==================== uart_tx_sequencer_flat
uart_tx_sequencer_flat/cell_classes.png
Bar = 20 um.
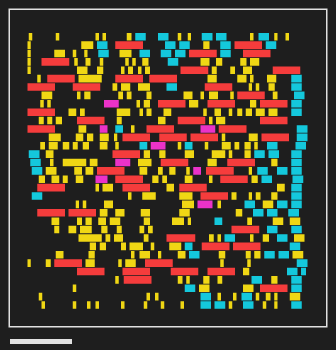

## config.mk

```make
export PLATFORM = sky130hd
export DESIGN_NAME = uart_tx_sequencer_flat
export DESIGN_NICKNAME = d
export VERILOG_FILES = /design/src/rtl/uart_tx_sequencer_if.sv /design/src/rtl/uart_tx_sequencer.sv /design/src/flat_wrapper.sv
export SDC_FILE = /design/constraint.sdc
export NUM_CORES = 1
export LEC_CHECK = 0
export CELL_PAD_IN_SITES_DETAIL_PLACEMENT = 1
export CELL_PAD_IN_SITES_GLOBAL_PLACEMENT = 1
export CORE_MARGIN = 5
export CORE_UTILIZATION = 36
export DETAILED_ROUTE_END_ITERATION = 7
export HOLD_SLACK_MARGIN = 0.02
export MAX_ROUTING_LAYER = met4
export PLACE_DENSITY_LB_ADDON = 0.1
export SLEW_MARGIN = 0
export SYNTH_ARGS = -nofsm -noshare
export SYNTH_HDL_FRONTEND = slang
export SYNTH_SLANG_ARGS = --single-unit
```

## constraint.sdc

```tcl
create_clock -name i_clk -period 3.85 [get_ports i_clk]
set_input_delay 0.77 -clock i_clk [delete_from_list [all_inputs] [get_ports i_clk]]
set_output_delay 0.77 -clock i_clk [all_outputs]
set_load 0.01 [all_outputs]
```

## src/rtl/uart_tx_sequencer_if.sv

```systemverilog
// Peripheral register bus used by the UART TX sequencer.
// The master polls the status register and writes TX data bytes.
interface uart_tx_sequencer_if;
    logic [15:0] read_addr;
    logic [15:0] read_data;
    logic [15:0] write_addr;
    logic [15:0] write_data;
    logic        write_strobe;

    modport master (
        output read_addr,
        input  read_data,
        output write_addr,
        output write_data,
        output write_strobe
    );

    modport slave (
        input  read_addr,
        output read_data,
        input  write_addr,
        input  write_data,
        input  write_strobe
    );
endinterface

```

## src/rtl/uart_tx_sequencer.sv

```systemverilog
// Two-requester round-robin sequencer that feeds bytes into a UART TX buffer,
// polling its fill level first and backing off while the buffer is full.
module uart_tx_sequencer #(
    parameter logic [15:0] BASE_ADDR      = 16'h8300,
    parameter logic [7:0]  TX_FIFO_DEPTH  = 8'd16,
    parameter logic [15:0] BACKOFF_CYCLES = 16'd64
) (
    input  logic                       i_clk,
    input  logic                       i_rst_n,
    input  logic                       i_req0_valid,
    input  logic                       i_req1_valid,
    input  logic [7:0]                 i_req0_data,
    input  logic [7:0]                 i_req1_data,
    output logic                       o_req0_ready,
    output logic                       o_req1_ready,
    uart_tx_sequencer_if.master        bus,
    output logic [1:0]                 o_grant,
    output logic                       o_busy,
    output logic [15:0]                o_bytes_sent,
    output logic [7:0]                 o_stall_count
);

    typedef enum logic [2:0] {
        ST_IDLE    = 3'd0,
        ST_POLL    = 3'd1,
        ST_CHECK   = 3'd2,
        ST_WRITE   = 3'd3,
        ST_BACKOFF = 3'd4
    } state_e;

    state_e      state_q, state_d;
    logic        owner_q, owner_d;
    logic        last_q, last_d;
    logic [7:0]  byte_q, byte_d;
    logic [15:0] boff_q, boff_d;
    logic [15:0] sent_q, sent_d;
    logic [7:0]  stall_q, stall_d;

    logic        owner_valid_s;
    logic        pick_s;
    logic [1:0]  owner_oh_s;
    logic        status_hi_unused_s;
    logic [15:0] rd_addr_s, wr_addr_s, wr_data_s;
    logic        wr_stb_s, rdy0_s, rdy1_s, busy_s;
    logic [1:0]  grant_s;

    // Only the low byte of the status word carries the fill level.
    assign status_hi_unused_s = ^bus.read_data[15:8];

    assign owner_valid_s = owner_q ? i_req1_valid : i_req0_valid;
    assign pick_s        = (i_req0_valid && i_req1_valid) ? ~last_q : i_req1_valid;
    assign owner_oh_s    = owner_q ? 2'b10 : 2'b01;

    // State and datapath registers
    always_ff @(posedge i_clk or negedge i_rst_n) begin
        if (!i_rst_n) begin
            state_q <= ST_IDLE;
            owner_q <= 1'b0;
            last_q  <= 1'b1;
            byte_q  <= 8'h00;
            boff_q  <= 16'h0000;
            sent_q  <= 16'h0000;
            stall_q <= 8'h00;
        end else begin
            state_q <= state_d;
            owner_q <= owner_d;
            last_q  <= last_d;
            byte_q  <= byte_d;
            boff_q  <= boff_d;
            sent_q  <= sent_d;
            stall_q <= stall_d;
        end
    end

    // Next-state, arbitration and counter updates
    always_comb begin
        state_d = state_q;
        owner_d = owner_q;
        last_d  = last_q;
        byte_d  = byte_q;
        boff_d  = boff_q;
        sent_d  = sent_q;
        stall_d = stall_q;
        case (state_q)
            ST_IDLE: begin
                if (i_req0_valid || i_req1_valid) begin
                    state_d = ST_POLL;
                    owner_d = pick_s;
                    last_d  = pick_s;
                    byte_d  = pick_s ? i_req1_data : i_req0_data;
                end else begin
                    state_d = ST_IDLE;
                end
            end
            ST_POLL: begin
                if (!owner_valid_s) begin
                    state_d = ST_IDLE;
                end else begin
                    state_d = ST_CHECK;
                end
            end
            ST_CHECK: begin
                if (!owner_valid_s) begin
                    state_d = ST_IDLE;
                end else if (bus.read_data[7:0] < TX_FIFO_DEPTH) begin
                    state_d = ST_WRITE;
                end else begin
                    state_d = ST_BACKOFF;
                    boff_d  = BACKOFF_CYCLES - 16'd1;
                    stall_d = (stall_q == 8'hFF) ? 8'hFF : (stall_q + 8'd1);
                end
            end
            ST_WRITE: begin
                state_d = ST_IDLE;
                sent_d  = sent_q + 16'd1;
            end
            ST_BACKOFF: begin
                if (!owner_valid_s) begin
                    state_d = ST_IDLE;
                end else if (boff_q == 16'h0000) begin
                    state_d = ST_POLL;
                end else begin
                    boff_d = boff_q - 16'd1;
                end
            end
            default: begin
                state_d = ST_IDLE;
            end
        endcase
    end

    // Moore outputs decoded from the registered state
    always_comb begin
        rd_addr_s = 16'h0000;
        wr_addr_s = 16'h0000;
        wr_data_s = 16'h0000;
        wr_stb_s  = 1'b0;
        rdy0_s    = 1'b0;
        rdy1_s    = 1'b0;
        grant_s   = 2'b00;
        busy_s    = 1'b0;
        case (state_q)
            ST_IDLE: begin
                busy_s = 1'b0;
            end
            ST_POLL: begin
                busy_s    = 1'b1;
                grant_s   = owner_oh_s;
                rd_addr_s = BASE_ADDR;
            end
            ST_CHECK, ST_BACKOFF: begin
                busy_s  = 1'b1;
                grant_s = owner_oh_s;
            end
            ST_WRITE: begin
                busy_s    = 1'b1;
                grant_s   = owner_oh_s;
                wr_stb_s  = 1'b1;
                wr_addr_s = BASE_ADDR + 16'd2;
                wr_data_s = {8'h00, byte_q};
                rdy0_s    = ~owner_q;
                rdy1_s    = owner_q;
            end
            default: begin
                busy_s = 1'b0;
            end
        endcase
    end

    assign bus.read_addr    = rd_addr_s;
    assign bus.write_addr   = wr_addr_s;
    assign bus.write_data   = wr_data_s;
    assign bus.write_strobe = wr_stb_s;
    assign o_req0_ready     = rdy0_s;
    assign o_req1_ready     = rdy1_s;
    assign o_grant          = grant_s;
    assign o_busy           = busy_s;
    assign o_bytes_sent     = sent_q;
    assign o_stall_count    = stall_q;

endmodule

```

## src/flat_wrapper.sv

```systemverilog
// flat-port wrapper written by rule: the top's interface ports become plain ports
module uart_tx_sequencer_flat 
#(
    parameter logic [15:0] BASE_ADDR      = 16'h8300,
    parameter logic [7:0]  TX_FIFO_DEPTH  = 8'd16,
    parameter logic [15:0] BACKOFF_CYCLES = 16'd64
)
  (i_clk, i_rst_n, i_req0_valid, i_req1_valid, i_req0_data, i_req1_data, o_req0_ready, o_req1_ready, o_grant, o_busy, o_bytes_sent, o_stall_count, bus_read_addr, bus_read_data, bus_write_addr, bus_write_data, bus_write_strobe);
  uart_tx_sequencer_if bus_i ();
  input  logic i_clk;
  input  logic i_rst_n;
  input  logic i_req0_valid;
  input  logic i_req1_valid;
  input  logic [7:0] i_req0_data;
  input  logic [7:0] i_req1_data;
  output logic o_req0_ready;
  output logic o_req1_ready;
  output logic [1:0] o_grant;
  output logic o_busy;
  output logic [15:0] o_bytes_sent;
  output logic [7:0] o_stall_count;
  output wire logic [$bits(bus_i.read_addr)-1:0] bus_read_addr;
  input wire logic [$bits(bus_i.read_data)-1:0] bus_read_data;
  output wire logic [$bits(bus_i.write_addr)-1:0] bus_write_addr;
  output wire logic [$bits(bus_i.write_data)-1:0] bus_write_data;
  output wire logic [$bits(bus_i.write_strobe)-1:0] bus_write_strobe;
  assign bus_read_addr = bus_i.read_addr;
  assign bus_i.read_data = bus_read_data;
  assign bus_write_addr = bus_i.write_addr;
  assign bus_write_data = bus_i.write_data;
  assign bus_write_strobe = bus_i.write_strobe;
  uart_tx_sequencer #(.BASE_ADDR(BASE_ADDR), .TX_FIFO_DEPTH(TX_FIFO_DEPTH), .BACKOFF_CYCLES(BACKOFF_CYCLES)) u_core (.i_clk(i_clk), .i_rst_n(i_rst_n), .i_req0_valid(i_req0_valid), .i_req1_valid(i_req1_valid), .i_req0_data(i_req0_data), .i_req1_data(i_req1_data), .o_req0_ready(o_req0_ready), .o_req1_ready(o_req1_ready), .bus(bus_i), .o_grant(o_grant), .o_busy(o_busy), .o_bytes_sent(o_bytes_sent), .o_stall_count(o_stall_count));
endmodule
```

==================== mux9_rr_arbiter
--- config.mk ---
export PLATFORM = sky130hd
export DESIGN_NAME = mux9_rr_arbiter
export DESIGN_NICKNAME = d
export VERILOG_FILES = /design/src/rtl/mux9_rr_arbiter.sv
export SDC_FILE = /design/constraint.sdc
export NUM_CORES = 1
export LEC_CHECK = 0
export ABC_AREA = 1
export ABC_CLOCK_PERIOD_IN_PS = 7400
export CAP_MARGIN = 40
export CELL_PAD_IN_SITES_DETAIL_PLACEMENT = 0
export CELL_PAD_IN_SITES_GLOBAL_PLACEMENT = 1
export CORE_MARGIN = 1.5
export CORE_UTILIZATION = 25
export DETAILED_ROUTE_END_ITERATION = 8
export HOLD_SLACK_MARGIN = 0.15
export MAX_ROUTING_LAYER = met4
export PLACE_DENSITY_LB_ADDON = 0.12
export SYNTH_ARGS = -nofsm -noshare
export SYNTH_HDL_FRONTEND = slang
export SYNTH_SLANG_ARGS = --single-unit
--- constraint.sdc ---
create_clock -name clk -period 7.4 [get_ports clk]
set_input_delay 1.85 -clock clk [delete_from_list [all_inputs] [get_ports clk]]
set_output_delay 1.85 -clock clk [all_outputs]
set_load 0.02 [all_outputs]
--- src/rtl/mux9_rr_arbiter.sv ---
// mux9_rr_arbiter
//   Round-robin arbiter and sequencer in front of a 9:1 data mux. Nine
//   requesters (a..i) share one valid/ready output channel. One requester is
//   granted at a time for a burst of up to MAX_BURST beats. After that, the
//   next requester in circular order after the last-served one wins.
//
// Ports
//   clk        clock, all state changes on posedge
//   reset      synchronous, active-high reset
//   req[8:0]   req[k]=1: requester k (0=a .. 8=i) has a beat pending
//   last_beat  the granted requester's current beat ends its burst
//   a..i       requester data words
//   out_ready  downstream accepts the beat this cycle
//   sel        registered mux select, 0..8 = a..i, 4'hF = idle
//   grant      one-hot registered grant, all zero when idle
//   ack        grant qualified by an accepted beat this cycle
//   out_valid  high while a requester is granted
//   out        word selected by sel, all ones when idle
module mux9_rr_arbiter #(
   parameter int unsigned WIDTH     = 16,
   parameter int unsigned MAX_BURST = 4
) (
   input  logic             clk,
   input  logic             reset,
   input  logic [8:0]       req,
   input  logic             last_beat,
   input  logic [WIDTH-1:0] a,
   input  logic [WIDTH-1:0] b,
   input  logic [WIDTH-1:0] c,
   input  logic [WIDTH-1:0] d,
   input  logic [WIDTH-1:0] e,
   input  logic [WIDTH-1:0] f,
   input  logic [WIDTH-1:0] g,
   input  logic [WIDTH-1:0] h,
   input  logic [WIDTH-1:0] i,
   input  logic             out_ready,
   output logic [3:0]       sel,
   output logic [8:0]       grant,
   output logic [8:0]       ack,
   output logic             out_valid,
   output logic [WIDTH-1:0] out
);

   typedef enum logic {IDLE, GRANT} state_t;

   state_t      state_q, state_d;
   logic [3:0]  sel_q, sel_d;
   logic [8:0]  grant_q, grant_d;
   logic [3:0]  cnt_q, cnt_d;
   logic [3:0]  ptr_q, ptr_d;

   logic        xfer;
   logic [3:0]  base;
   logic [3:0]  win;
   logic        win_found;
   logic [3:0]  idx;
   int unsigned sum;

   assign out_valid = (state_q == GRANT);
   assign xfer      = out_valid & out_ready;
   assign sel       = sel_q;
   assign grant     = grant_q;
   // A beat is not taken on a reset cycle: the edge discards it.
   assign ack       = grant_q & {9{xfer & ~reset}};

   // Circular search starting after base. When releasing, base is the current
   // owner. The owner is visited last, so it is only re-granted when nobody
   // else is requesting. In IDLE, base is the last-served index.
   always_comb begin
      base      = (state_q == GRANT) ? sel_q : ptr_q;
      win       = '0;
      win_found = 1'b0;
      sum       = 0;
      idx       = '0;
      for (int unsigned k = 1; k <= 9; k++) begin
         sum = 32'(base) + k;
         idx = (sum >= 9) ? 4'(sum - 9) : 4'(sum);
         if (!win_found && req[idx]) begin
            win       = idx;
            win_found = 1'b1;
         end
      end
   end

   always_comb begin
      logic rearb;
      state_d = state_q;
      sel_d   = sel_q;
      grant_d = grant_q;
      cnt_d   = cnt_q;
      ptr_d   = ptr_q;
      rearb   = 1'b0;
      case (state_q)
         IDLE: begin
            if (|req) rearb = 1'b1;
         end
         GRANT: begin
            if (!xfer) begin
               if (!req[sel_q]) begin
                  ptr_d = sel_q;
                  rearb = 1'b1;
               end
            end else if (!last_beat && ((32'(cnt_q) + 32'd1) < MAX_BURST)) begin
               cnt_d = cnt_q + 4'd1;
            end else begin
               ptr_d = sel_q;
               rearb = 1'b1;
            end
         end
         default: ;
      endcase
      if (rearb) begin
         cnt_d = '0;
         if (win_found) begin
            state_d = GRANT;
            sel_d   = win;
            grant_d = 9'b1 << win;
         end else begin
            state_d = IDLE;
            sel_d   = '1;
            grant_d = '0;
         end
      end
   end

   always_ff @(posedge clk) begin
      if (reset) begin
         state_q <= IDLE;
         sel_q   <= '1;
         grant_q <= '0;
         cnt_q   <= '0;
         ptr_q   <= 4'd8;
      end else begin
         state_q <= state_d;
         sel_q   <= sel_d;
         grant_q <= grant_d;
         cnt_q   <= cnt_d;
         ptr_q   <= ptr_d;
      end
   end

   always_comb begin
      case (sel_q)
         4'd0:    out = a;
         4'd1:    out = b;
         4'd2:    out = c;
         4'd3:    out = d;
         4'd4:    out = e;
         4'd5:    out = f;
         4'd6:    out = g;
         4'd7:    out = h;
         4'd8:    out = i;
         default: out = '1;
      endcase
   end

endmodule

==================== updown_counter_mod_flat
--- src/rtl/updown_counter_mod_pkg.sv ---
// ============================================================================
// Module  : updown_counter_mod_pkg
// Purpose : Shared mode constants and parameter legality check for the counter
// Revision: 1.0 - initial release
// ============================================================================
`default_nettype none

package updown_counter_mod_pkg;

    localparam int MODE_WRAP = 0;
    localparam int MODE_SAT  = 1;

    // Legal when the modulus fits in the counter width and leaves at least two states.
    function automatic bit modulus_ok(input int width, input longint modulus);
        return (width >= 1) && (width <= 32) && (modulus >= 2) &&
               ($clog2(modulus) <= width);
    endfunction

endpackage

`default_nettype wire

--- src/rtl/updown_counter_mod_if.sv ---
// ============================================================================
// Module  : updown_counter_mod_if
// Purpose : Control and status bundle between a counter and its user
// Revision: 1.0 - initial release
// ============================================================================
`default_nettype none

interface updown_counter_mod_if #(
    parameter int WIDTH = 4
) ();

    logic             en;
    logic             clr;
    logic             load;
    logic [WIDTH-1:0] load_val;
    logic             up;
    logic             down;
    logic [WIDTH-1:0] count;
    logic             carry;
    logic             borrow;
    logic             ovf;

    modport master (
        output en, clr, load, load_val, up, down,
        input  count, carry, borrow, ovf
    );

    modport slave (
        input  en, clr, load, load_val, up, down,
        output count, carry, borrow, ovf
    );

endinterface

`default_nettype wire

--- src/rtl/updown_counter_mod.sv ---
// ============================================================================
// Module  : updown_counter_mod
// Purpose : Up/down counter with programmable modulus, load, clear, wrap or
//           saturate mode, carry/borrow for chaining and a sticky overflow flag
// Revision: 1.0 - initial release
// ============================================================================
`default_nettype none

module updown_counter_mod
    import updown_counter_mod_pkg::*;
#(
    parameter int     WIDTH   = 4,
    parameter longint MODULUS = 16,
    parameter int     MODE    = MODE_WRAP
) (
    input  logic                 clk,
    input  logic                 rstn,
    updown_counter_mod_if.slave  bus
);

    localparam logic [WIDTH-1:0] c_term = WIDTH'(MODULUS - 1);
    localparam logic [WIDTH-1:0] c_one  = WIDTH'(1);

    if (!modulus_ok(WIDTH, MODULUS)) begin : g_bad_modulus
        $error("updown_counter_mod: MODULUS out of range for WIDTH");
    end

    logic [WIDTH-1:0] count_q;
    logic [WIDTH-1:0] count_d;
    logic             ovf_q;
    logic             ovf_d;

    logic w_inc;
    logic w_dec;
    logic w_at_top;
    logic w_at_zero;
    logic w_carry;
    logic w_borrow;

    assign w_inc     = bus.en & bus.up & ~bus.down;
    assign w_dec     = bus.en & bus.down & ~bus.up;
    assign w_at_top  = (count_q == c_term);
    assign w_at_zero = (count_q == '0);
    // Carry/borrow are raised regardless of MODE so a downstream stage can chain on them.
    assign w_carry   = w_inc & w_at_top;
    assign w_borrow  = w_dec & w_at_zero;

    always_comb begin
        count_d = count_q;
        ovf_d   = ovf_q;
        if (bus.clr) begin
            count_d = '0;
            ovf_d   = 1'b0;
        end else if (bus.load) begin
            count_d = (bus.load_val > c_term) ? c_term : bus.load_val;
        end else begin
            if (w_carry || w_borrow) begin
                ovf_d = 1'b1;
            end
            if (w_inc) begin
                if (w_at_top) begin
                    count_d = (MODE == MODE_SAT) ? count_q : '0;
                end else begin
                    count_d = count_q + c_one;
                end
            end else if (w_dec) begin
                if (w_at_zero) begin
                    count_d = (MODE == MODE_SAT) ? count_q : c_term;
                end else begin
                    count_d = count_q - c_one;
                end
            end
        end
    end

    always_ff @(posedge clk or negedge rstn) begin
        if (!rstn) begin
            count_q <= '0;
            ovf_q   <= 1'b0;
        end else begin
            count_q <= count_d;
            ovf_q   <= ovf_d;
        end
    end

    assign bus.count  = count_q;
    assign bus.ovf    = ovf_q;
    assign bus.carry  = w_carry;
    assign bus.borrow = w_borrow;

endmodule

`default_nettype wire

--- src/flat_wrapper.sv ---
// flat-port wrapper written by rule: the top's interface ports become plain ports
module updown_counter_mod_flat import updown_counter_mod_pkg::*;
#(
    parameter int     WIDTH   = 4,
    parameter longint MODULUS = 16,
    parameter int     MODE    = MODE_WRAP
)
  (clk, rstn, bus_en, bus_clr, bus_load, bus_load_val, bus_up, bus_down, bus_count, bus_carry, bus_borrow, bus_ovf);
  updown_counter_mod_if #(.WIDTH(WIDTH)) bus_i ();
  input  logic clk;
  input  logic rstn;
  input wire logic [$bits(bus_i.en)-1:0] bus_en;
  input wire logic [$bits(bus_i.clr)-1:0] bus_clr;
  input wire logic [$bits(bus_i.load)-1:0] bus_load;
  input wire logic [$bits(bus_i.load_val)-1:0] bus_load_val;
  input wire logic [$bits(bus_i.up)-1:0] bus_up;
  input wire logic [$bits(bus_i.down)-1:0] bus_down;
  output wire logic [$bits(bus_i.count)-1:0] bus_count;
  output wire logic [$bits(bus_i.carry)-1:0] bus_carry;
  output wire logic [$bits(bus_i.borrow)-1:0] bus_borrow;
  output wire logic [$bits(bus_i.ovf)-1:0] bus_ovf;
  assign bus_i.en = bus_en;
  assign bus_i.clr = bus_clr;
  assign bus_i.load = bus_load;
  assign bus_i.load_val = bus_load_val;
  assign bus_i.up = bus_up;
  assign bus_i.down = bus_down;
  assign bus_count = bus_i.count;
  assign bus_carry = bus_i.carry;
  assign bus_borrow = bus_i.borrow;
  assign bus_ovf = bus_i.ovf;
  updown_counter_mod #(.WIDTH(WIDTH), .MODULUS(MODULUS), .MODE(MODE)) u_core (.clk(clk), .rstn(rstn), .bus(bus_i));
endmodule
--- config.mk ---
export PLATFORM = sky130hd
export DESIGN_NAME = updown_counter_mod_flat
export DESIGN_NICKNAME = d
export VERILOG_FILES = /design/src/rtl/updown_counter_mod_pkg.sv /design/src/rtl/updown_counter_mod_if.sv /design/src/rtl/updown_counter_mod.sv /design/src/flat_wrapper.sv
export SDC_FILE = /design/constraint.sdc
export NUM_CORES = 1
export LEC_CHECK = 0
export CAP_MARGIN = 25
export CORE_AREA = 2 2 39 41
export CTS_CLUSTER_DIAMETER = 30
export DETAILED_ROUTE_END_ITERATION = 8
export DIE_AREA = 0 0 41 43
export PLACE_DENSITY_LB_ADDON = 0.25
export SLEW_MARGIN = 10
export SYNTH_ARGS = -nofsm -noshare
export SYNTH_HDL_FRONTEND = slang
export SYNTH_SLANG_ARGS = --single-unit
--- constraint.sdc ---
create_clock -name clk -period 1.8 [get_ports clk]
set_clock_uncertainty 0.1 [all_clocks]
set_input_delay 0.36 -clock clk [delete_from_list [all_inputs] [get_ports clk]]
set_output_delay 0.36 -clock clk [all_outputs]
set_load 0.02 [all_outputs]
==================== packet_read_adapter
[src/rtl/bpf_defs_pkg.sv]
// Shared definitions for the packet read path: BPF load size codes,
// the read-adapter state encoding and a size-to-byte-count helper.
package bpf_defs;

  // BPF load size codes as carried on req_sz; code 3 behaves as a byte load.
  localparam logic [1:0] BPF_W = 2'd0;
  localparam logic [1:0] BPF_H = 2'd1;
  localparam logic [1:0] BPF_B = 2'd2;

  // Read-adapter FSM states, kept as plain constants for older tool flows.
  localparam logic [1:0] IDLE = 2'd0;
  localparam logic [1:0] RD1  = 2'd1;
  localparam logic [1:0] RD2  = 2'd2;
  localparam logic [1:0] RESP = 2'd3;

  // Number of bytes fetched by a load of the given size code.
  function automatic logic [2:0] bpf_bytes(input logic [1:0] sz);
    case (sz)
      BPF_W:   return 3'd4;
      BPF_H:   return 3'd2;
      default: return 3'd1;
    endcase
  endfunction

endpackage

[src/rtl/packet_read_adapter_read_lane_select.sv]
// read_lane_select: picks 1, 2 or 4 bytes starting at a byte offset out of
// two consecutive big-endian memory words and right-aligns them in a
// zero-padded 32-bit result. Purely combinational.
module read_lane_select
  import bpf_defs::*;
#(
  parameter  int MEM_BYTES_LOG2 = 2,
  localparam int MEM_DATA_WIDTH = 8 * (2 ** MEM_BYTES_LOG2)
) (
  input  logic [MEM_DATA_WIDTH-1:0] word_hi_i,  // word holding the start byte
  input  logic [MEM_DATA_WIDTH-1:0] word_lo_i,  // following word, used when spanning
  input  logic [MEM_BYTES_LOG2-1:0] offset_i,
  input  logic [1:0]                size_i,
  output logic [31:0]               data_o
);

  localparam int NB = 2 ** MEM_BYTES_LOG2;

  logic [2*MEM_DATA_WIDTH-1:0] pair;
  logic [2:0]                  nbytes;

  assign pair   = {word_hi_i, word_lo_i};
  assign nbytes = bpf_bytes(size_i);

  // Shift selected bytes in, lowest address first, so it ends most significant.
  always_comb begin
    // NOTE: combinational logic uses blocking '=' and assigns a default first so no latch is inferred.
    data_o = '0;
    for (int k = 0; k < 4; k++) begin
      if (k < int'(nbytes)) begin
        data_o = {data_o[23:0], pair[(2*NB-1-(int'(offset_i)+k))*8 +: 8]};
      end
    end
  end

endmodule

[src/rtl/packet_read_adapter.sv]
// packet_read_adapter: turns byte-addressed 1/2/4-byte BPF loads into one or
// two reads of a word-wide, one-cycle-latency packet memory (big-endian) and
// returns the zero-padded value over a valid/ready response port.
// Optional feature: define PACKET_READ_ADAPTER_BOUNDS_CHECK_EN to add the
// pkt_len input and rsp_err output; loads past pkt_len then skip memory and
// answer immediately with rsp_data=0, rsp_err=1.
module packet_read_adapter
  import bpf_defs::*;
#(
  parameter  int BYTE_ADDR_WIDTH = 12,
  parameter  int MEM_BYTES_LOG2  = 2,
  localparam int MEM_DATA_WIDTH  = 8 * (2 ** MEM_BYTES_LOG2),
  localparam int WORD_ADDR_WIDTH = BYTE_ADDR_WIDTH - MEM_BYTES_LOG2
) (
  input  logic                       clk,
  input  logic                       rst_n,
  input  logic                       req_valid,
  output logic                       req_ready,
  input  logic [BYTE_ADDR_WIDTH-1:0] req_addr,
  input  logic [1:0]                 req_sz,
  output logic                       mem_rd_en,
  output logic [WORD_ADDR_WIDTH-1:0] mem_addr,
  input  logic [MEM_DATA_WIDTH-1:0]  mem_rdata,
  output logic                       rsp_valid,
  input  logic                       rsp_ready,
  output logic [31:0]                rsp_data
`ifdef PACKET_READ_ADAPTER_BOUNDS_CHECK_EN
  ,
  input  logic [BYTE_ADDR_WIDTH:0]   pkt_len,
  output logic                       rsp_err
`endif
);

  localparam int NB = 2 ** MEM_BYTES_LOG2;

  logic [1:0]                 state_q, state_d;
  logic [MEM_BYTES_LOG2-1:0]  off_q, off_d;
  logic [1:0]                 sz_q, sz_d;
  logic [WORD_ADDR_WIDTH-1:0] word_q, word_d;
  logic [MEM_DATA_WIDTH-1:0]  hold_q, hold_d;
  logic [31:0]                rsp_data_q, rsp_data_d;
`ifdef PACKET_READ_ADAPTER_BOUNDS_CHECK_EN
  logic                       err_q, err_d;
`endif

  logic                       req_fire;
  logic                       oob;
  logic                       spanning;
  logic [MEM_DATA_WIDTH-1:0]  lane_hi;
  logic [31:0]                lane_data;

  // Gating with rst_n keeps the read strobe low while reset is held.
  assign req_ready = rst_n && (state_q == IDLE);
  assign req_fire  = req_ready && req_valid;
  assign rsp_valid = (state_q == RESP);
  assign rsp_data  = rsp_data_q;

`ifdef PACKET_READ_ADAPTER_BOUNDS_CHECK_EN
  assign oob     = ({1'b0, req_addr} + (BYTE_ADDR_WIDTH+1)'(bpf_bytes(req_sz))) > pkt_len;
  assign rsp_err = err_q;
`else
  assign oob     = 1'b0;
`endif

  // A load spans two words when its last byte falls past the end of the first.
  assign spanning = (int'(off_q) + int'(bpf_bytes(sz_q))) > NB;

  // In RD2 the first word comes from the capture register, otherwise straight from memory.
  assign lane_hi = (state_q == RD2) ? hold_q : mem_rdata;

  read_lane_select #(
    .MEM_BYTES_LOG2(MEM_BYTES_LOG2)
  ) u_lane (
    .word_hi_i(lane_hi),
    .word_lo_i(mem_rdata),
    .offset_i (off_q),
    .size_i   (sz_q),
    .data_o   (lane_data)
  );

  // Next-state, memory strobe and response data for each FSM state.
  always_comb begin
    state_d    = state_q;
    off_d      = off_q;
    sz_d       = sz_q;
    word_d     = word_q;
    hold_d     = hold_q;
    rsp_data_d = rsp_data_q;
`ifdef PACKET_READ_ADAPTER_BOUNDS_CHECK_EN
    err_d      = err_q;
`endif
    mem_rd_en  = 1'b0;
    mem_addr   = word_q + WORD_ADDR_WIDTH'(1);
    case (state_q)
      IDLE: begin
        mem_addr = req_addr[BYTE_ADDR_WIDTH-1:MEM_BYTES_LOG2];
        if (req_fire) begin
          off_d  = req_addr[MEM_BYTES_LOG2-1:0];
          sz_d   = req_sz;
          word_d = req_addr[BYTE_ADDR_WIDTH-1:MEM_BYTES_LOG2];
          if (oob) begin
            rsp_data_d = '0;
            state_d    = RESP;
          end else begin
            mem_rd_en = 1'b1;
            state_d   = RD1;
          end
`ifdef PACKET_READ_ADAPTER_BOUNDS_CHECK_EN
          err_d = oob;
`endif
        end
      end
      RD1: begin
        if (spanning) begin
          hold_d    = mem_rdata;
          mem_rd_en = 1'b1;
          state_d   = RD2;
        end else begin
          rsp_data_d = lane_data;
          state_d    = RESP;
        end
      end
      RD2: begin
        rsp_data_d = lane_data;
        state_d    = RESP;
      end
      default: begin
        if (rsp_ready) state_d = IDLE;
      end
    endcase
  end

  // State and datapath registers; reset abandons any in-flight request.
  always_ff @(posedge clk or negedge rst_n) begin
    if (!rst_n) begin
      state_q    <= IDLE;
      off_q      <= '0;
      sz_q       <= BPF_W;
      word_q     <= '0;
      hold_q     <= '0;
      rsp_data_q <= '0;
`ifdef PACKET_READ_ADAPTER_BOUNDS_CHECK_EN
      err_q      <= 1'b0;
`endif
    end else begin
      // NOTE: sequential state uses non-blocking '<=' so all registers update from pre-edge values.
      state_q    <= state_d;
      off_q      <= off_d;
      sz_q       <= sz_d;
      word_q     <= word_d;
      hold_q     <= hold_d;
      rsp_data_q <= rsp_data_d;
`ifdef PACKET_READ_ADAPTER_BOUNDS_CHECK_EN
      err_q      <= err_d;
`endif
    end
  end

endmodule
[config.mk]
export PLATFORM = sky130hd
export DESIGN_NAME = packet_read_adapter
export DESIGN_NICKNAME = d
export VERILOG_FILES = /design/src/rtl/bpf_defs_pkg.sv /design/src/rtl/packet_read_adapter_read_lane_select.sv /design/src/rtl/packet_read_adapter.sv
export SDC_FILE = /design/constraint.sdc
export NUM_CORES = 1
export LEC_CHECK = 0
export CORE_UTILIZATION = 53
export CTS_CLUSTER_SIZE = 14
export DETAILED_ROUTE_END_ITERATION = 10
export PLACE_DENSITY = 0.8
export SETUP_SLACK_MARGIN = 0.05
export SLEW_MARGIN = 40
export SYNTH_ARGS = -nofsm -noshare
export SYNTH_HDL_FRONTEND = slang
export SYNTH_SLANG_ARGS = --single-unit
[constraint.sdc]
create_clock -name clk -period 6 [get_ports clk]
set_input_delay 1.5 -clock clk [delete_from_list [all_inputs] [get_ports clk]]
set_output_delay 1.5 -clock clk [all_outputs]
set_load 0.02 [all_outputs]
packet_read_adapter/clock_map.png
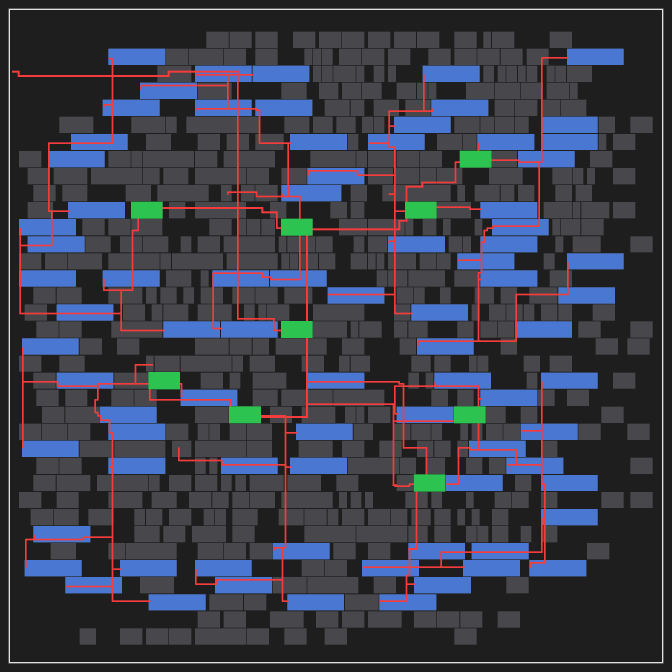
[cells driving clock nets] green | count: 9
[clock wires] red | length: 1090 um
[flip-flops] blue | count: 80
flops lie	spread over the die
clock skew: 0.00871 ns
clk ins delay skew pair: 0.36 ns

==> out/metrics.csv, packet_read_adapter <==
stage,metric,value,unit
outcome,status,"complete, no violations",
logic_synthesis,async_flop_share,100,%
setup_path,r2r-start,sz_q[1],
hold_path,worstHoldStart,rsp_data[11],
global_route,busiest_layer,met2,
global_route,use_met1,37.6,%
setup_path,endpoint_kind,output pin,
logic_synthesis,edf_count,0,
logic_synthesis,synthTopCellsByCount,"dfrtp_1, mux2_2, mux2i_1, mux2_4, o21ai_0",
placement,dp_slack,1.56,ns
die,fp_util,55.7,%
setup_path,r2r-end,rsp_data[9],
setup_path,cp-start-kind,register,
logic_synthesis,synth_area_per_cell,12.0,um^2
hold_path,hold_path.class,reg2reg,
die,die_w,104,um
setup_path,crit_type,reg2out,
logic_synthesis,numSynthFlops,80,
placement,io_buffers,94,
die,core.rowCount,36,
setup_path,startpoint,sz_q[1],
setup_path,slowest_stage,nor2b_1,
die,die_h,104,um
logic_synthesis,ys_seq_share,36.3,%
clock_network,numCtsBuffers,9,
setup_path,cp.depth,8,
routing,drc,0,
layout,drive_gt1_share,25.7,%
[packet_read_adapter: cell type report]
class	instances	area, um^2	area share [%]
antenna	1	2.50	0.0376
clock buffer	11	141	2.12
clock inverter	5	56.3	0.845
inverter	7	26.3	0.394
multi-input combinational	334	3260	48.9
sequential	80	2000	30.1
tap	133	166	2.50
timing repair buffer	103	1010	15.1
[packet_read_adapter: sequential cells by signal (all words and copies together) (netlist names)]
register and count:
hold_q 32, sz_q 2, word_q 10, off_q 2, rsp_data 32, state_q 2
[packet_read_adapter: cell families after synthesis]
| kind of cell | count (synthesis) | share of synthesized area [%] |
|---|---|---|
| compound gates | 108 | 13.6 |
| flops | 80 | 36.3 |
| xor+xnor | 8 | 1.27 |
| fa+ha+maj | 10 | 2.40 |
| mux | 139 | 35.0 |
| simple gates | 69 | 6.35 |
| buf+inv | 47 | 5.08 |
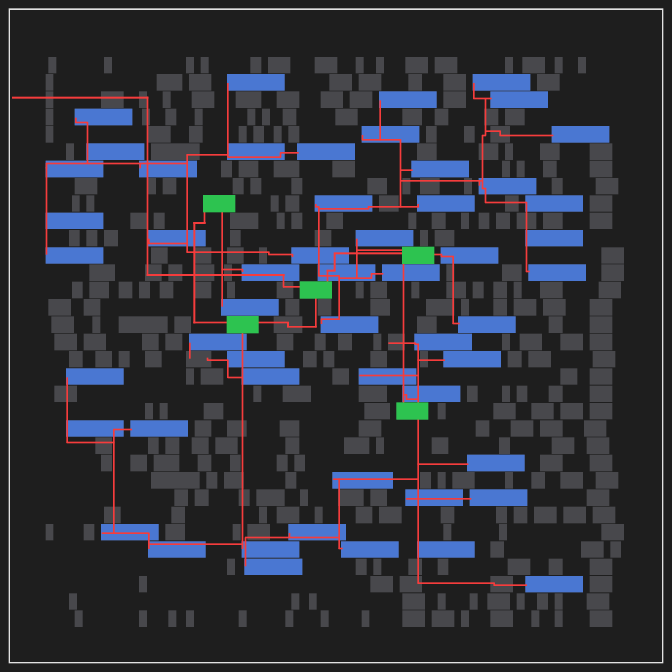
uart_tx_sequencer_flat/clock_map.png
[clock wires] red | length: 721 um
[flip-flops] blue | count: 53
[cells driving clock nets] green | count: 5
flops lie	spread over the die
routed clock nets	6
clk ins delay skew pair: 0.32 ns
clock skew: 0.0126 ns

Notes on uart_tx_sequencer_flat/cell_classes.png above:
class	color	cells	share of their area
other buffers and delay cells	cyan	73	19%
clock drivers and dummy loads	magenta	8	2.6%
flops	red	53	36%
all other logic	yellow	242	42%
Final Cell Area: 0.00379 mm^2
Core Util, Final: 46.0%
flop share of the area: 35.0%

==> out/metrics.csv, uart_tx_sequencer_flat <==
stage,metric,value,unit
setup_path,startpoint,u_core.state_q[0],
routing,wl_met1,3320,um
layout,mi_logic_area,0.00150,mm^2
logic_synthesis,ff_type,dfrtp_1,
logic_synthesis,async_flop_share,100,%
logic_synthesis,edf_count,0,
setup_path,cp-start-kind,register,
timing,finalWorstSetupSlack,0.722,ns
logic_synthesis,syn_inst,314,
layout,seq_area,0.00133,mm^2
setup_path,endpoint_kind,output pin,
die,dieArea,0.0105,mm^2
outcome,status,"complete, no violations",
logic_synthesis,syn_area,0.00308,mm^2
layout,final_cells,481,
setup_path,r2r-start,u_core.boff_q[0],
layout,layout_top_cell,clkdlybuf4s50_1,
clock_network,htreeDepth,2,
placement,dp_hpwl,5590,um
==> uart_tx_sequencer_flat: cell usage after synthesis (7+ instances only) <==
| cell type | instances | area [um^2] |
|---|---|---|
| dfrtp_1 | 52 | 1300 |
| nor3_1 | 8 | 40.0 |
| nand2_1 | 20 | 75.1 |
| or4_1 | 8 | 60.1 |
| nand4_1 | 7 | 43.8 |
| inv_1 | 8 | 30.0 |
| nor2_1 | 23 | 86.3 |
| buf_4 | 39 | 293 |
| nand3_1 | 10 | 50.1 |
| and2_1 | 10 | 62.6 |
| a21oi_1 | 18 | 90.1 |
| mux2i_1 | 15 | 150 |
| xnor2_1 | 13 | 114 |
==> uart_tx_sequencer_flat: logic make-up after synthesis <==
group           after synthesis  synth area share [%]
xor+xnor                     16                  4.55
simple gates                122                  23.3
fa+ha+maj                     3                  1.22
flops                        53                  43.1
other cells                   1                 0.122
mux                          21                  7.07
buf+inv                      59                  12.4
compound gates               39                  8.29
==> uart_tx_sequencer_flat: area by class of cell <==
class,instances,share of cell area [%]
Clock inverter,3,0.692
Clock buffer,5,1.81
Tap cell,105,3.46
Sequential cell,53,35.0
Inverter,8,0.791
Timing Repair Buffer,73,18.8
Multi-Input combinational cell,234,39.5
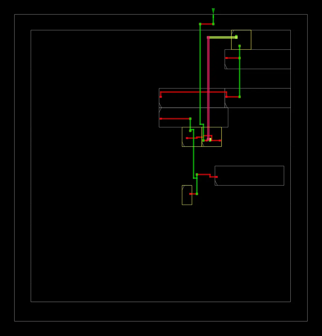
updown_counter_mod_flat/final_clocks.png
clkbuf count: 4
CTS Buf Count: 3
clk ins delay skew pair: 0.24 ns

==> out/metrics.csv, updown_counter_mod_flat <==
stage,metric,value,unit
outcome,status,"complete, no violations",
layout,mi_logic_area,332,um^2
job,warning_count,28,
timing,timing.setup.tns,0,ns
logic_synthesis,floorplan.nets,63,
logic_synthesis,synth_adder_area_share,6.01,%
logic_synthesis,syn_area,417,um^2
placement,placed_cell_area,748,um^2
job,drv_cap,0,
placement,dp_slack,-0.494,ns
timing,max_freq,568,MHz
clock_network,cts.sinks,5,
placement,dp_hpwl,1090,um
layout,seq_area,128,um^2
global_route,grt_pass1_vias,496,
timing,setup_viol,0,
clock_network,cts_resized,18,
global_route,grt_pass1_wl,2170,um
die,dieArea,0.00176,mm^2
clock_network,clk_pin_slew,0.04,ns
layout,num-nonclk-inverters,7,
setup_path,critPathCapture,bus_carry,
clock_network,clockRootBuffer,clkbuf_4,
layout,sh_seq_area,15.2,%
global_route,overflow,0,
routing,via_count,570,
logic_synthesis,ys_warn_count,0,
layout,drive_gt1_share,43.3,%
setup_path,startpoint,u_core.bus.count[0],
layout,stdcell_area,842,um^2
setup_path,path_delay_family,flip-flops,
layout,fill_cells,124,
timing,min_period,1.76,ns
logic_synthesis,ys_types,27,
die,core,0.00138,mm^2
layout,layout_top_cell,buf_4,
die,die_w,41,um
layout,final_nets,104,
updown_counter_mod_flat: cells in the mapped netlist (all sizes together):
cell type	count	area, um^2
ha	2	25.0
nor2	4	15.0
nand2	2	10.0
and4b	1	10.0
a311oi	1	8.76
a21oi	3	15.0
or4	1	7.51
o22ai	2	12.5
a31oi	2	12.5
o21bai	1	7.51
nand4b	2	17.5
nor4	1	6.26
nor3	4	20.0
inv	7	26.3
dfrtp	5	125
or3	1	6.26
a2111oi	1	8.76
mux2i	1	10.0
o21ai	2	10.0
nand3b	1	7.51
xor2	1	8.76
a221o	1	10.0
and4bb	1	12.5
o31ai	1	7.51
a211oi	1	7.51
a2bb2oi	1	8.76
updown_counter_mod_flat: cells by family after synthesis:
family	after synthesis
adders and majority gates	2
xor gates and xnor gates	1
DFF	5
AOI/OAI and AO/OA	16
muxes	1
buffers and inverters	7
and+or+nand+nor	18
updown_counter_mod_flat: state kept, by name (all words and copies together), names as in the netlist:
signal	count
u_core.bus.count	4
u_core.bus.ovf	1
updown_counter_mod_flat: metal layers:
layer,track usage (%),part of all wire [%]
met1,23.5,43
met2,28.4,52
met3,3.14,4.1
met4,8.00,0.96
met5,0,0
mux9_rr_arbiter/final_clocks.png
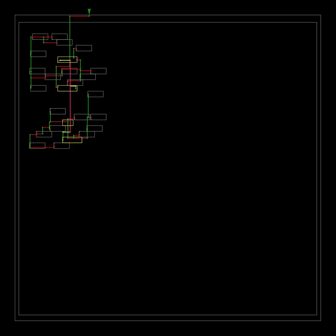
clock skew: 0.00379 ns
seq_cells: 22
clk ins delay skew pair: 0.26 ns
clkbuf count: 4
CTS Buf Count: 3

==> out/metrics.csv, mux9_rr_arbiter <==
stage,metric,value,unit
timing,rsz0062_at_grt,false,
timing,tightest_slew,0.868,ns
layout,final_cells,1302,
die,die_h,145,um
global_route,grt_pass1_vias,6231,
logic_synthesis,numSynthFlops,22,
outcome,status,"complete, no violations",
clock_network,clk_pin_slew,0.06,ns
setup_path,critPathCapture,ack[4],
die,core,0.0196,mm^2
clock_network,cts.sinks,22,
clock_network,cts.path.max_buffers,2,
clock_network,htreeDepth,1,
logic_synthesis,yosys-stat-cells,851,
logic_synthesis,async_flop_share,0,%
layout,final_nets,1216,
logic_synthesis,ys_warn_count,0,
clock_network,cts_resized,0,
routing,via_count,6633,
==> mux9_rr_arbiter: metal layers <==
layer / part of all wire (%) / vias to the layer above / wire, um / GRT usage (%)
met1: 47 / 3063 / 11900 / 32.5
met2: 47 / 203 / 11900 / 39.8
met5: 0 / - / 0 / -
li1: - / 3339 / - / -
met4: 1.4 / 0 / 357 / 4.33
met3: 4.7 / 28 / 1190 / 2.33
==> mux9_rr_arbiter: area by class of cell <==
class	instances	area [um^2]
flip-flops and latches	22	440
inverters	96	372
multi-input cells	709	4120
well taps	265	332
clock buffers	4	88.8
fillers	2154	12200
repair buffers	206	2040
==> mux9_rr_arbiter: worst max-delay path: stages <==
cell and delay (ns):
clkdlybuf4s50_1 0.46, inv_1 0.15, nand3_1 0.31, nor2_1 0.20
clkdlybuf4s50_1 0.62
==> mux9_rr_arbiter: cell families after synthesis <==
family,count (synthesis),synth area share [%]
AOI/OAI and AO/OA,161,23.6
xor gates and xnor gates,8,1.39
adders and majority gates,21,5.22
buffers and inverters,120,9.47
DFF,22,8.75
and+or+nand+nor,519,51.6


## Gallery

Cells by drive strength.
picture 1
Bar = 50 um.
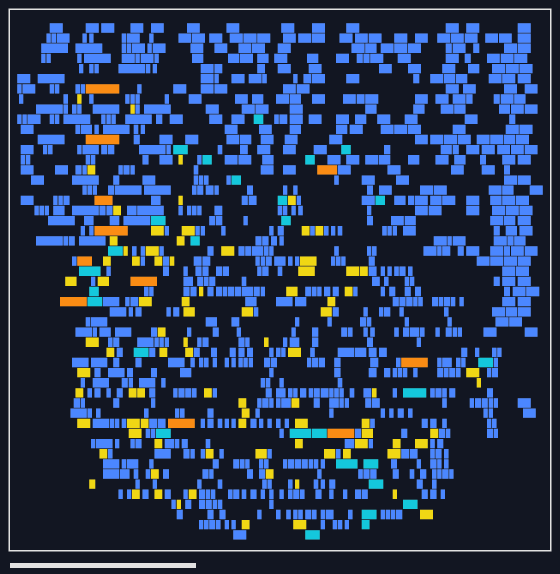
picture 2
Bar = 10 um.
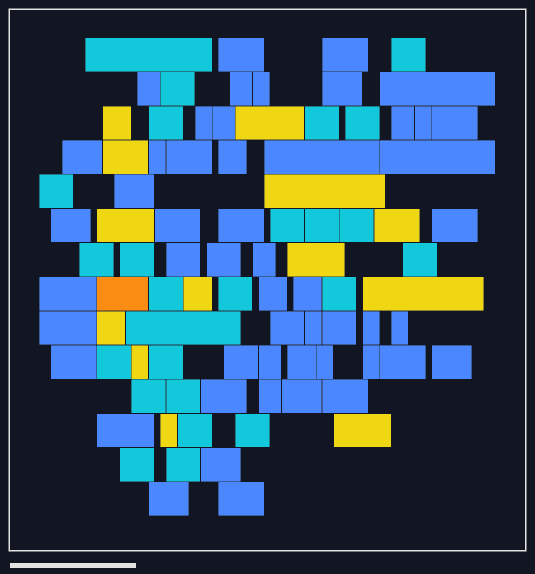
picture 3
Bar = 20 um.
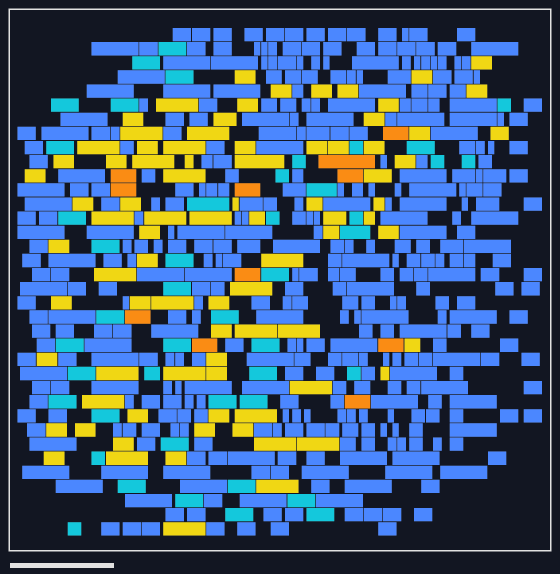
picture 4
Bar = 20 um.
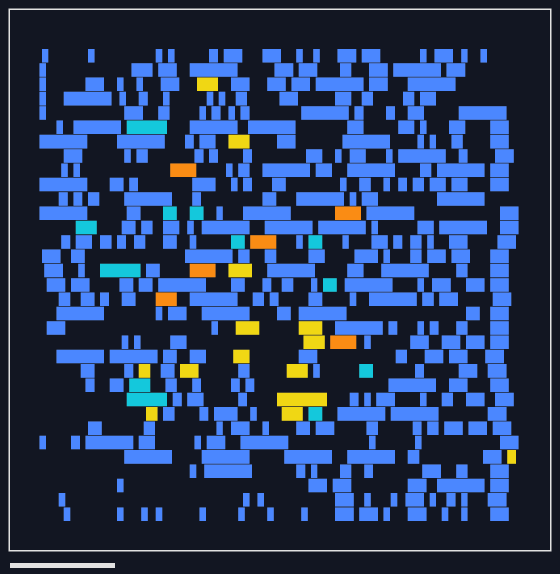
Of these, largest die: picture 1
mux9_rr_arbiter is picture 1.
uart_tx_sequencer_flat is picture 4.
packet_read_adapter is picture 3.
updown_counter_mod_flat is picture 2.


==> notes/layouts.md <==
Pictures saved along the way, in no particular order.

I/O pins on the die edge.
Pins as bars across the die edge, other pins in gray.
(a)
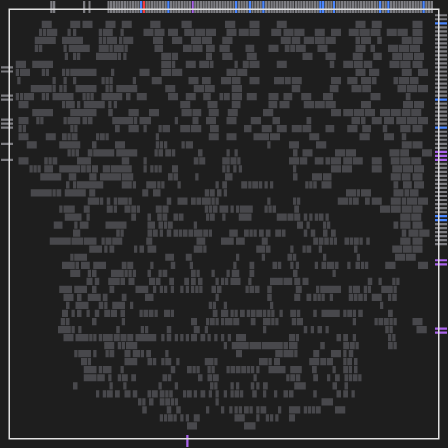
(b)
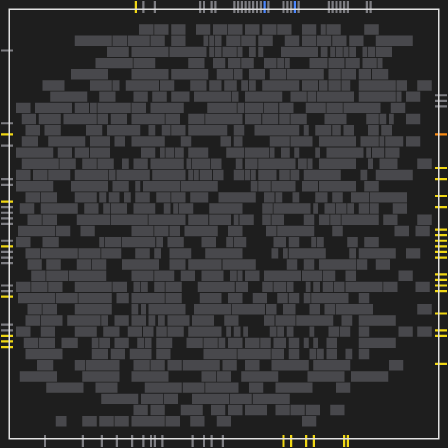
(c)
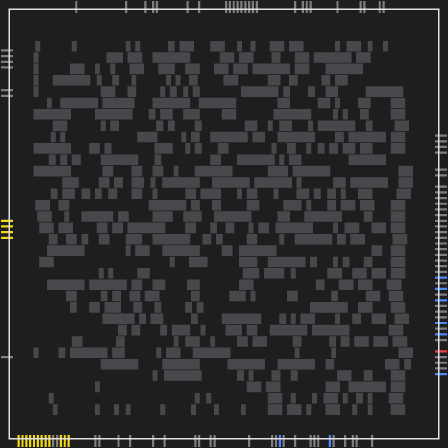
(d)
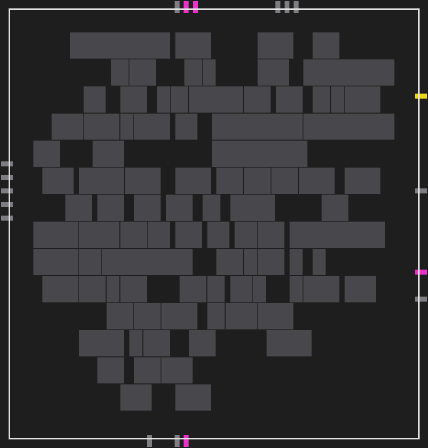
(d) is updown_counter_mod_flat.
(a) is mux9_rr_arbiter.
(b) is packet_read_adapter.
(c) is uart_tx_sequencer_flat.
- fewest pins: (d)
- most pins: (a)

